# cordic_arbiter

==> cordic_arbiter/met3.png <==
Scale: 2 px per µm.
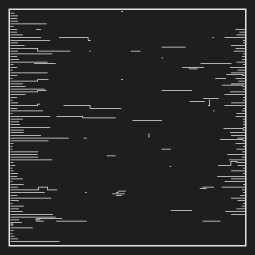

### config.mk
export PLATFORM = sky130hd
export DESIGN_NAME = cordic_arbiter
export DESIGN_NICKNAME = d
export VERILOG_FILES = /design/src/rtl/cordic_arbiter.sv
export SDC_FILE = /design/constraint.sdc
export NUM_CORES = 1
export LEC_CHECK = 0
export ABC_AREA = 1
export CORE_MARGIN = 3
export CORE_UTILIZATION = 43
export CTS_CLUSTER_SIZE = 10
export DETAILED_ROUTE_END_ITERATION = 6
export GPL_TIMING_DRIVEN = 0
export PLACE_DENSITY = 0.8
export SLEW_MARGIN = 20
export SYNTH_ARGS = -nofsm -noshare
export SYNTH_HDL_FRONTEND = slang
export SYNTH_SLANG_ARGS = --single-unit
### constraint.sdc
create_clock -name clk -period 4.05 [get_ports clk]
set_input_delay 0.405 -clock clk [delete_from_list [all_inputs] [get_ports clk]]
set_output_delay 0.405 -clock clk [all_outputs]
set_load 0.01 [all_outputs]
### src/rtl/cordic_arbiter.sv
// Round-robin arbiter sharing one cordic_engine between requesters A and B.
// A tag FIFO tracks the owner of each in-order engine result.
module cordic_arbiter #(
  parameter int IO_BW = 32,
  parameter int DEPTH = 8
) (
  input  logic                       clk,
  input  logic                       rst,
  input  logic                       a_valid,
  output logic                       a_ready,
  input  logic [IO_BW-1:0]           a_phase,
  input  logic [2:0]                 a_mode,
  output logic                       a_rvalid,
  output logic [IO_BW-1:0]           a_result,
  input  logic                       b_valid,
  output logic                       b_ready,
  input  logic [IO_BW-1:0]           b_phase,
  input  logic [2:0]                 b_mode,
  output logic                       b_rvalid,
  output logic [IO_BW-1:0]           b_result,
  output logic                       eng_valid_in,
  output logic [IO_BW-1:0]           eng_phase,
  output logic [2:0]                 eng_mode,
  input  logic                       eng_pop,
  input  logic                       eng_valid_out,
  input  logic [IO_BW-1:0]           eng_result,
  output logic [$clog2(DEPTH):0]     outstanding,
  output logic                       err
);

  localparam int PW = $clog2(DEPTH);
  localparam int CW = PW + 1;
  localparam logic [CW-1:0] FULL = CW'(DEPTH);

  logic             last;
  logic [PW-1:0]    wr_ptr;
  logic [PW-1:0]    rd_ptr;
  logic [DEPTH-1:0] tag_q;

  logic consume;
  logic can_accept;
  logic gnt_a;
  logic gnt_b;
  logic accept;
  logic ret;
  logic head;

  assign consume    = eng_valid_in && !eng_pop;
  assign can_accept = (!eng_valid_in || consume) && (outstanding < FULL);

  // last=1 means B won last time, so A has priority on a tie
  assign gnt_a = a_valid && (!b_valid || last);
  assign gnt_b = b_valid && (!a_valid || !last);

  assign a_ready = gnt_a && can_accept;
  assign b_ready = gnt_b && can_accept;
  assign accept  = a_ready || b_ready;

  // results with no recorded owner are dropped
  assign ret  = eng_valid_out && (outstanding != '0);
  assign head = tag_q[rd_ptr];

  always_ff @(posedge clk or posedge rst) begin
    if (rst) begin
      last         <= 1'b1;
      wr_ptr       <= '0;
      rd_ptr       <= '0;
      tag_q        <= '0;
      eng_valid_in <= 1'b0;
      eng_phase    <= '0;
      eng_mode     <= '0;
      a_rvalid     <= 1'b0;
      b_rvalid     <= 1'b0;
      a_result     <= '0;
      b_result     <= '0;
      outstanding  <= '0;
      err          <= 1'b0;
    end else begin
      if (accept) begin
        eng_valid_in  <= 1'b1;
        eng_phase     <= b_ready ? b_phase : a_phase;
        eng_mode      <= b_ready ? b_mode : a_mode;
        tag_q[wr_ptr] <= b_ready;
        wr_ptr        <= wr_ptr + PW'(1);
        last          <= b_ready;
      end else if (consume) begin
        eng_valid_in <= 1'b0;
      end

      if (ret) begin
        rd_ptr <= rd_ptr + PW'(1);
      end

      a_rvalid <= ret && !head;
      b_rvalid <= ret && head;

      if (ret && !head) begin
        a_result <= eng_result;
      end
      if (ret && head) begin
        b_result <= eng_result;
      end

      if (eng_valid_out && outstanding == '0) begin
        err <= 1'b1;
      end

      unique case ({accept, ret})
        2'b10:   outstanding <= outstanding + CW'(1);
        2'b01:   outstanding <= outstanding - CW'(1);
        default: outstanding <= outstanding;
      endcase
    end
  end

endmodule

# frame_gen

[src/rtl/frame_gen_pkg.sv]
// frame_gen_pkg
//   Shared helper for the frame generator slice: the log2 function used to
//   size index and timer registers from their parameters.
package frame_gen_pkg;

    // Ceiling log2, never less than 1 so a one-state counter still has a bit.
    function automatic int unsigned log2(input int unsigned value);
        int unsigned r;
        r = 0;
        for (int unsigned i = 0; i < 32; i++) begin
            if ((64'd1 << i) < 64'(value)) begin
                r = i + 1;
            end
        end
        return (r == 0) ? 1 : r;
    endfunction

endpackage

[src/rtl/frame_gen_counter.sv]
// counter
//   Up counter with synchronous clear and increment enable.  At MAX it either
//   wraps to zero (WRAPAROUND=1) or holds (WRAPAROUND=0).
//   Ports:
//     clk    rising-edge clock
//     rst_n  asynchronous active-low reset, count -> 0
//     clr    synchronous clear (has priority over inc)
//     inc    advance by one
//     count  current value
module counter #(
    parameter int unsigned WIDTH      = 8,
    parameter int unsigned MAX        = 255,
    parameter bit          WRAPAROUND = 1'b1
) (
    input  logic             clk,
    input  logic             rst_n,
    input  logic             clr,
    input  logic             inc,
    output logic [WIDTH-1:0] count
);

    always_ff @(posedge clk or negedge rst_n) begin
        if (!rst_n) begin
            count <= '0;
        end else if (clr) begin
            count <= '0;
        end else if (inc) begin
            if (count == WIDTH'(MAX)) begin
                count <= WRAPAROUND ? '0 : count;
            end else begin
                count <= count + 1'b1;
            end
        end
    end

endmodule

[src/rtl/frame_gen.sv]
// frame_gen
//   Groups a free-running, non-back-pressurable sample stream into frames of
//   LENGTH samples, tags each output with its index and first/last flags, and
//   optionally inserts GAP idle cycles between frames.  A sample arriving
//   while the output register is still held is dropped and recorded in a
//   sticky overflow flag.
//   Ports:
//     clk, rst_n      clock, asynchronous active-low reset
//     enable          level; framing allowed, stop only at a frame boundary
//     clr_ovf         pulse; clears overflow (a coincident drop wins)
//     s_data/s_valid  incoming sample stream
//     m_data/m_valid/m_ready  registered output handshake
//     m_first/m_last  frame boundary flags; m_index position in frame
//     overflow        sticky drop indicator
//     busy            state is not IDLE
module frame_gen
    import frame_gen_pkg::*;
#(
    parameter  int unsigned DATA_W = 16,
    parameter  int unsigned LENGTH = 64,
    parameter  int unsigned GAP    = 0,
    localparam int unsigned IDX_W  = log2(LENGTH)
) (
    input  logic              clk,
    input  logic              rst_n,
    input  logic              enable,
    input  logic              clr_ovf,
    input  logic [DATA_W-1:0] s_data,
    input  logic              s_valid,
    output logic [DATA_W-1:0] m_data,
    output logic              m_valid,
    input  logic              m_ready,
    output logic              m_first,
    output logic              m_last,
    output logic [IDX_W-1:0]  m_index,
    output logic              overflow,
    output logic              busy
);

    localparam int unsigned GAP_MAX = (GAP > 0) ? GAP - 1 : 0;
    localparam int unsigned GAP_W   = log2(GAP_MAX + 1);

    typedef enum logic [1:0] {
        ST_IDLE = 2'd0,
        ST_RUN  = 2'd1,
        ST_GAP  = 2'd2
    } state_t;

    state_t state, state_next;

    logic [IDX_W-1:0] idx;
    logic [GAP_W-1:0] gap_cnt;
    logic             idx_last;
    logic             gap_done;
    logic             accept;
    logic             drop;

    assign idx_last = (idx == IDX_W'(LENGTH - 1));
    assign gap_done = (gap_cnt == GAP_W'(GAP_MAX));

    // Index wraps on its own after the last sample, so a new frame always
    // starts at 0; the clear in IDLE only matters after an abandoned frame.
    counter #(
        .WIDTH      (IDX_W),
        .MAX        (LENGTH - 1),
        .WRAPAROUND (1'b1)
    ) u_idx_cnt (
        .clk   (clk),
        .rst_n (rst_n),
        .clr   (state == ST_IDLE),
        .inc   (accept),
        .count (idx)
    );

    // Held at zero outside GAP, so the first GAP cycle sees 0 and the state
    // lasts exactly GAP cycles.
    counter #(
        .WIDTH      (GAP_W),
        .MAX        (GAP_MAX),
        .WRAPAROUND (1'b0)
    ) u_gap_cnt (
        .clk   (clk),
        .rst_n (rst_n),
        .clr   (state != ST_GAP),
        .inc   (state == ST_GAP),
        .count (gap_cnt)
    );

    // State register
    always_ff @(posedge clk or negedge rst_n) begin
        if (!rst_n) begin
            state <= ST_IDLE;
        end else begin
            state <= state_next;
        end
    end

    // Next-state logic
    always_comb begin
        state_next = state;
        unique case (state)
            ST_IDLE: begin
                if (enable) begin
                    state_next = ST_RUN;
                end
            end
            ST_RUN: begin
                if (accept && idx_last) begin
                    if (GAP > 0) begin
                        state_next = ST_GAP;
                    end else if (!enable) begin
                        state_next = ST_IDLE;
                    end
                end
            end
            ST_GAP: begin
                if (gap_done) begin
                    state_next = enable ? ST_RUN : ST_IDLE;
                end
            end
            default: state_next = ST_IDLE;
        endcase
    end

    // Output/decode logic
    always_comb begin
        busy   = (state != ST_IDLE);
        accept = 1'b0;
        drop   = 1'b0;
        if (state == ST_RUN && s_valid) begin
            // The register is free if empty or being drained this cycle.
            if (!m_valid || m_ready) begin
                accept = 1'b1;
            end else begin
                drop = 1'b1;
            end
        end
    end

    // Output register stage
    always_ff @(posedge clk or negedge rst_n) begin
        if (!rst_n) begin
            m_data  <= '0;
            m_valid <= 1'b0;
            m_first <= 1'b0;
            m_last  <= 1'b0;
            m_index <= '0;
        end else if (accept) begin
            m_data  <= s_data;
            m_valid <= 1'b1;
            m_first <= (idx == '0);
            m_last  <= idx_last;
            m_index <= idx;
        end else if (m_valid && m_ready) begin
            m_valid <= 1'b0;
        end
    end

    // Sticky overflow: a new drop takes priority over a clear.
    always_ff @(posedge clk or negedge rst_n) begin
        if (!rst_n) begin
            overflow <= 1'b0;
        end else if (drop) begin
            overflow <= 1'b1;
        end else if (clr_ovf) begin
            overflow <= 1'b0;
        end
    end

endmodule
[config.mk]
export PLATFORM = sky130hd
export DESIGN_NAME = frame_gen
export DESIGN_NICKNAME = d
export VERILOG_FILES = /design/src/rtl/frame_gen_pkg.sv /design/src/rtl/frame_gen_counter.sv /design/src/rtl/frame_gen.sv
export SDC_FILE = /design/constraint.sdc
export NUM_CORES = 1
export LEC_CHECK = 0
export CORE_MARGIN = 8
export CORE_UTILIZATION = 45
export DETAILED_ROUTE_END_ITERATION = 6
export PLACE_DENSITY = 0.81
export SLEW_MARGIN = 20
export SYNTH_ARGS = -nofsm -noshare
export SYNTH_HDL_FRONTEND = slang
export SYNTH_HIERARCHICAL = 1
export SYNTH_SLANG_ARGS = --single-unit
[constraint.sdc]
create_clock -name clk -period 1.9 [get_ports clk]
set_input_delay 0.38 -clock clk [delete_from_list [all_inputs] [get_ports clk]]
set_output_delay 0.38 -clock clk [all_outputs]
set_load 0.01 [all_outputs]
==> cordic_arbiter/drive_strength.png <==
Scale: 4 px per µm.
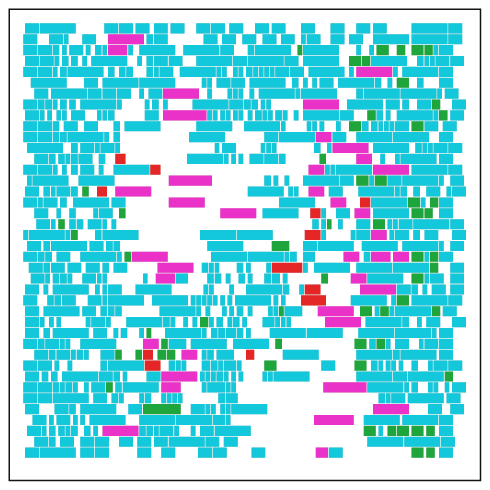
- magenta: drive 6 and up (cells 38; share 4.6%)
- cyan: drive 1 or less (cells 718; share 87%)
- green: drive 2 (cells 60; share 7.2%)
- red: drive 3 to 4 (cells 12; share 1.4%)
final setup margin: 1.40 ns
post-route cell area: 8360 µm²
nonclk buf count: 246

## Picture notes: cordic_arbiter/met3.png
- longest straight run: 28.8 µm
- wire length on this layer: 1310 µm
- nets with wire on the layer: 179
vias: 4827
met3 Resource Use GR: 7.88%
final wirelength: 15100 µm

==> impl_metrics.tcl, cordic_arbiter <==
# implementation run metrics
set metrics [dict create \
    cp.arrival_ns 2.25 \
    max_stage_delay_ns 0.57 \
    finalCritPeriodShare_pct 65.5 \
    status "finished, final reports clean" \
    p_per_area_nw_per_um2 860 \
    ys_warn_count 0 \
    synthArstFlopShare_pct 100 \
    area_growth_pct 56.4 \
    cap_violations 0 \
    comb_share_pct 22.9 \
    grt_max_degree 77 \
    postSynthSeqShare_pct 57.2 \
    timing.rr.end "outstanding[2]" \
    die_y_um 117 \
    cts_sinks 122 \
    use_met1_pct 26.4 \
    dr.pass1.iters 4 \
    seq_power_share_pct 30.9 \
    sh_seq_area_pct 36.6 \
    antenna_found_initial 0 \
]
[cordic_arbiter: placed cells by master (no fill, tap or decap), drive strengths merged, types with 2 or more instances in the layout]
cell type / netlist / final
o211ai: 2 / 2
buf: 26 / 27
xor2: 5 / 5
clkbuf: 3 / 28
clkdlybuf4s50: 0 / 216
clkinv: 0 / 3
nor2: 53 / 53
o21ai: 91 / 91
bufinv: 0 / 3
a21oi: 36 / 36
ha: 4 / 4
nand2: 176 / 176
nand3: 18 / 18
inv: 38 / 38
dfrtp: 121 / 121
==> frame_gen/final_congestion.png <==
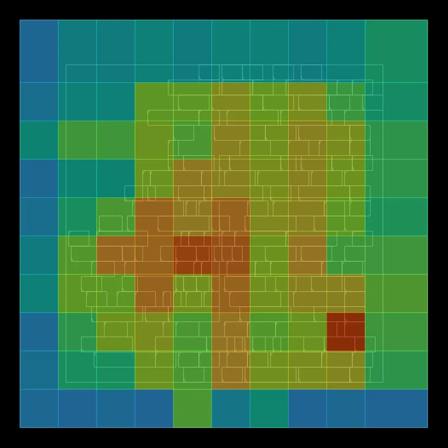
met1 track demand over resource: 14.3%
wire per inst: 16.0 µm
met3 Resource Use GR: 5.87%
gr usage total: 12.3%

==> frame_gen/met2.png <==
Scale: 4 px per µm. Cells faint in the background.
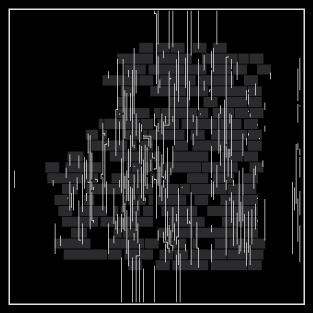
- share of all routed wire: 44%
- longest straight run: 32.8 µm
- main direction: vertical
- wire length on this layer: 1450 µm
vias: 991
GR Util met2: 18.9%
final wirelength: 3270 µm

==> impl_metrics.tcl, frame_gen <==
# implementation run metrics
set metrics [dict create \
    crit_path_top_delay_cell "clkdlybuf4s50_1" \
    comb_share_pct 27.4 \
    worstSetupPathType "reg2out" \
    drive_above_1_share_pct 25.3 \
    first_iter_violations 36 \
    status "finished, final reports clean" \
    power_frac_comb_pct 29.3 \
    clk_path_buf_depth 2 \
    drc 0 \
    setup_viol 0 \
    synth.cellmix.compoundShare_pct 4.31 \
    core_um2 3260 \
    synthTopCellsByCount "33 x dfrtp_1, 18 x mux2_4, 6 x mux2_2, 6 x nand2_1" \
    clk_latency_ns 0.33 \
    p_int_mw 1.70 \
    synthSimpleGateAreaFrac_pct 8.45 \
    logic_area_um2 577 \
    die_y_um 73.4 \
    hold_buffers 0 \
    timing.hold.ws_ns 0.442 \
    cts_setup_buffers 0 \
    largest_registers "m_data (16), m_index (6), u_idx_cnt/count (6)" \
    ys_sh_adder_pct 0.845 \
    ys_sh_mux_pct 24.2 \
    fin_util_pct 64.6 \
    most_common_cell "dfrtp_1" \
    yosysUniqueCellTypes 29 \
    place_ws_ns 0.0400 \
    clock_power_mw 0.638 \
    postSynthSeqShare_pct 55.8 \
    numCtsBuffers 5 \
    syn-instance-count 102 \
    p_per_area_nw_per_um2 1110 \
    layout.nets 180 \
    power.leakage_nw 0.950 \
    max_stage_delay_ns 0.56 \
]
## frame_gen: final timing paths
| check | to | cells after the start | start |
|---|---|---|---|
| setup / recovery | busy | 1 | state[0] |
| min in group clk | m_data[4] | 1 | m_data[4] |
| hold reg to reg | m_data[4] | 1 | m_data[4] |
| hold / removal | m_data[13] | 2 | rst_n |
| setup reg to reg | u_idx_cnt/count[4] | 6 | state[0] |
| max in group asynchronous | m_data[6] | 2 | rst_n |
## frame_gen: metal layers
metal	up-vias	track usage, %	routed length [µm]
met5	-	0	0
met4	0	5.32	52
met3	6	5.87	314
met2	40	18.9	1450
met1	478	14.3	1450
li1	467	-	-

# blk_b269e4

==> blk_b269e4/drive_strength.png <==
Scale: 12 px per µm.
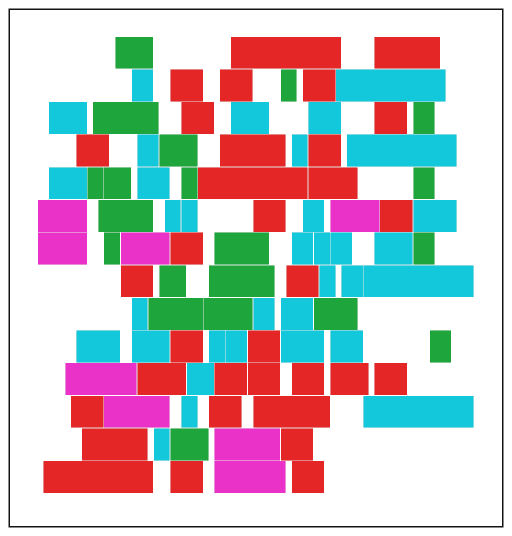
==> blk_b269e4/met3.png <==
Scale: 6 px per µm.
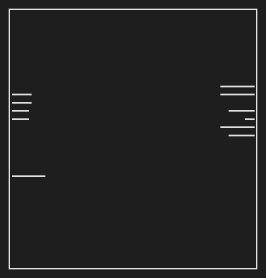
## src/rtl/blk_b269e4.sv

```systemverilog
// Polar-decoder f function (min-sum check node): c = sgn(a)*sgn(b)*min(|a|,|b|).
// Magnitudes saturate so the most negative code is never produced; one register stage.
module blk_b269e4 #(
  parameter int BITS = 4
) (
  input  logic                   clk,
  input  logic                   rst_n,
  input  logic signed [BITS-1:0] a,
  input  logic signed [BITS-1:0] b,
  output logic signed [BITS-1:0] c
);

  localparam logic [BITS-2:0] MAX_MAG = {(BITS-1){1'b1}};

  logic [BITS-1:0] neg_a;
  logic [BITS-1:0] neg_b;
  logic [BITS-2:0] mag_a;
  logic [BITS-2:0] mag_b;
  logic [BITS-2:0] min_mag;
  logic            res_neg;
  logic [BITS-1:0] res_pos;
  logic [BITS-1:0] c_next;

  // Negating the most negative code overflows back to a set MSB; that case saturates.
  always_comb begin
    neg_a = '0 - a;
    neg_b = '0 - b;

    if (!a[BITS-1])          mag_a = a[BITS-2:0];
    else if (neg_a[BITS-1])  mag_a = MAX_MAG;
    else                     mag_a = neg_a[BITS-2:0];

    if (!b[BITS-1])          mag_b = b[BITS-2:0];
    else if (neg_b[BITS-1])  mag_b = MAX_MAG;
    else                     mag_b = neg_b[BITS-2:0];

    min_mag = (mag_a <= mag_b) ? mag_a : mag_b;
    res_neg = a[BITS-1] ^ b[BITS-1];
    res_pos = {1'b0, min_mag};

    // A zero magnitude stays zero regardless of sign.
    if (res_neg && (min_mag != '0)) c_next = '0 - res_pos;
    else                            c_next = res_pos;
  end

  always_ff @(posedge clk or negedge rst_n) begin
    if (!rst_n) c <= '0;
    else        c <= c_next;
  end

endmodule

```

## config.mk

```make
export PLATFORM = sky130hd
export DESIGN_NAME = blk_b269e4
export DESIGN_NICKNAME = d
export VERILOG_FILES = /design/src/rtl/blk_b269e4.sv
export SDC_FILE = /design/constraint.sdc
export NUM_CORES = 1
export LEC_CHECK = 0
export CAP_MARGIN = 5
export CORE_AREA = 2 2 39 41
export CTS_CLUSTER_DIAMETER = 50
export DETAILED_ROUTE_END_ITERATION = 8
export DIE_AREA = 0 0 41 43
export GPL_TIMING_DRIVEN = 1
export PLACE_DENSITY = 0.68
export SLEW_MARGIN = 20
export SYNTH_ARGS = -nofsm -noshare
export SYNTH_HDL_FRONTEND = slang
export SYNTH_SLANG_ARGS = --single-unit
export TNS_END_PERCENT = 50
```

## constraint.sdc

```tcl
create_clock -name clk -period 0.8 [get_ports clk]
set_input_delay 0.08 -clock clk [delete_from_list [all_inputs] [get_ports clk]]
set_output_delay 0.08 -clock clk [all_outputs]
set_load 0.005 [all_outputs]
```

==> impl_metrics.tcl <==
# implementation run metrics
set metrics [dict create \
    grt_usage_pct 15.1 \
    violations "negative setup slack" \
    synth-edff-count 0 \
    first_iter_violations 1 \
    cpMostUsedCell "mux2_4" \
    finalCritPeriodShare_pct 260 \
    cts_tree "done" \
    ys_sh_adder_pct 12.7 \
    cts-htree-levels 1 \
    setup_viol 4 \
    syn-instance-count 58 \
    hp-class "in2async" \
    setup_ws_ns -1.28 \
    clk_path_buf_depth 2 \
    warnings 29 \
    crit_path_top_delay_cell "mux2_4" \
    core_um2 1380 \
    yosysUniqueCellTypes 25 \
    max_stage_delay_ns 0.33 \
    synth.cellmix.compoundShare_pct 29.3 \
    logic_gate_count 44 \
    grt_max_degree 6 \
    status "finished with violations" \
]
## Picture notes: blk_b269e4/drive_strength.png
- magenta: drive 6 and up (cells 8; share 8.4%)
- green: drive 2 (cells 20; share 21%)
- cyan: drive 1 or less (cells 34; share 36%)
- red: drive 3 to 4 (cells 33; share 35%)
nonclk buf count: 35
final setup margin: -1.28 ns
post-route cell area: 916 µm²
synthesis-to-layout area growth: 93.1%

## Picture notes: blk_b269e4/met3.png
- nets with wire on the layer: 11
- wire length on this layer: 41.9 µm
- longest straight run: 5.40 µm
- main direction: horizontal
vias: 540
final wirelength: 1150 µm
met3 Resource Use GR: 0%

[worst max-delay path, delay by kind of cell]
kind,cells,cell delay (ns)
simple gates,1,0.04
fa+ha+maj,3,0.64
mux,3,0.89
compound gates,2,0.35
buf+inv,3,0.19
[timing repair]
item / CTS / global route
pin swaps: 8 / 5
endpoints found under the hold margin: 0 / 0
setup buffers: 3 / 1
endpoints found under the setup margin: 8 / 8
gates resized: 51 / 10
[report_power, final]
group	switching [mW]	internal [mW]	total, mW	leakage, nW
registers	0.0124	0.253	0.266	0.0467
clock network	0.0752	0.167	0.242	0.0138
logic	0.279	0.405	0.684	0.368


==> screenshots <==
Selected gate families.
picture 1
Scale: 12 px per µm.
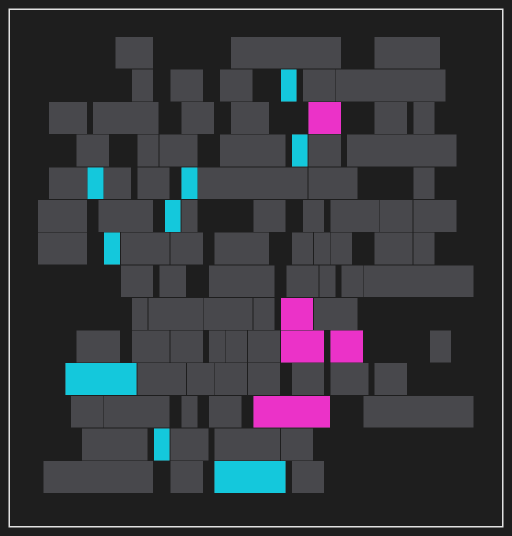
picture 2
Scale: 4 px per µm.
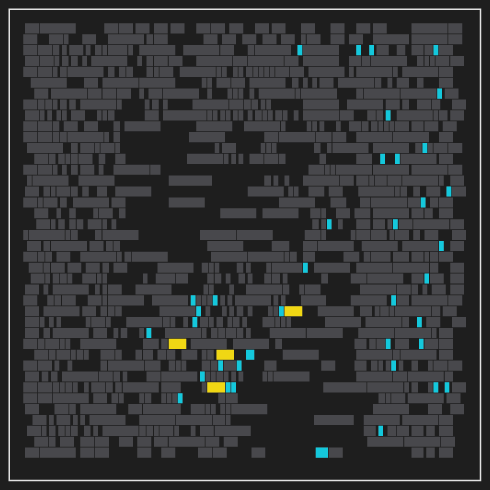
picture 3
Scale: 6 px per µm.
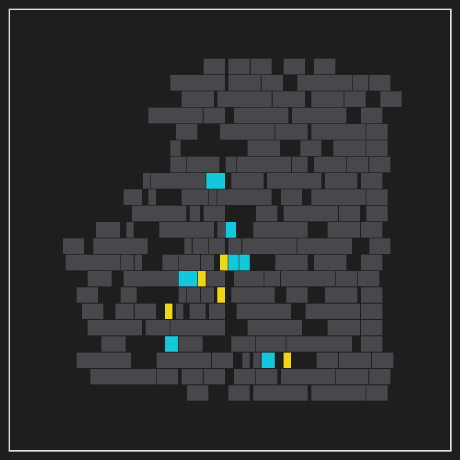
Picture 3 is frame_gen.
Picture 2 is cordic_arbiter.
Picture 1 is blk_b269e4.
- fewest cells: picture 1

No activity file was given, so power comes from the tool's default toggle rates.
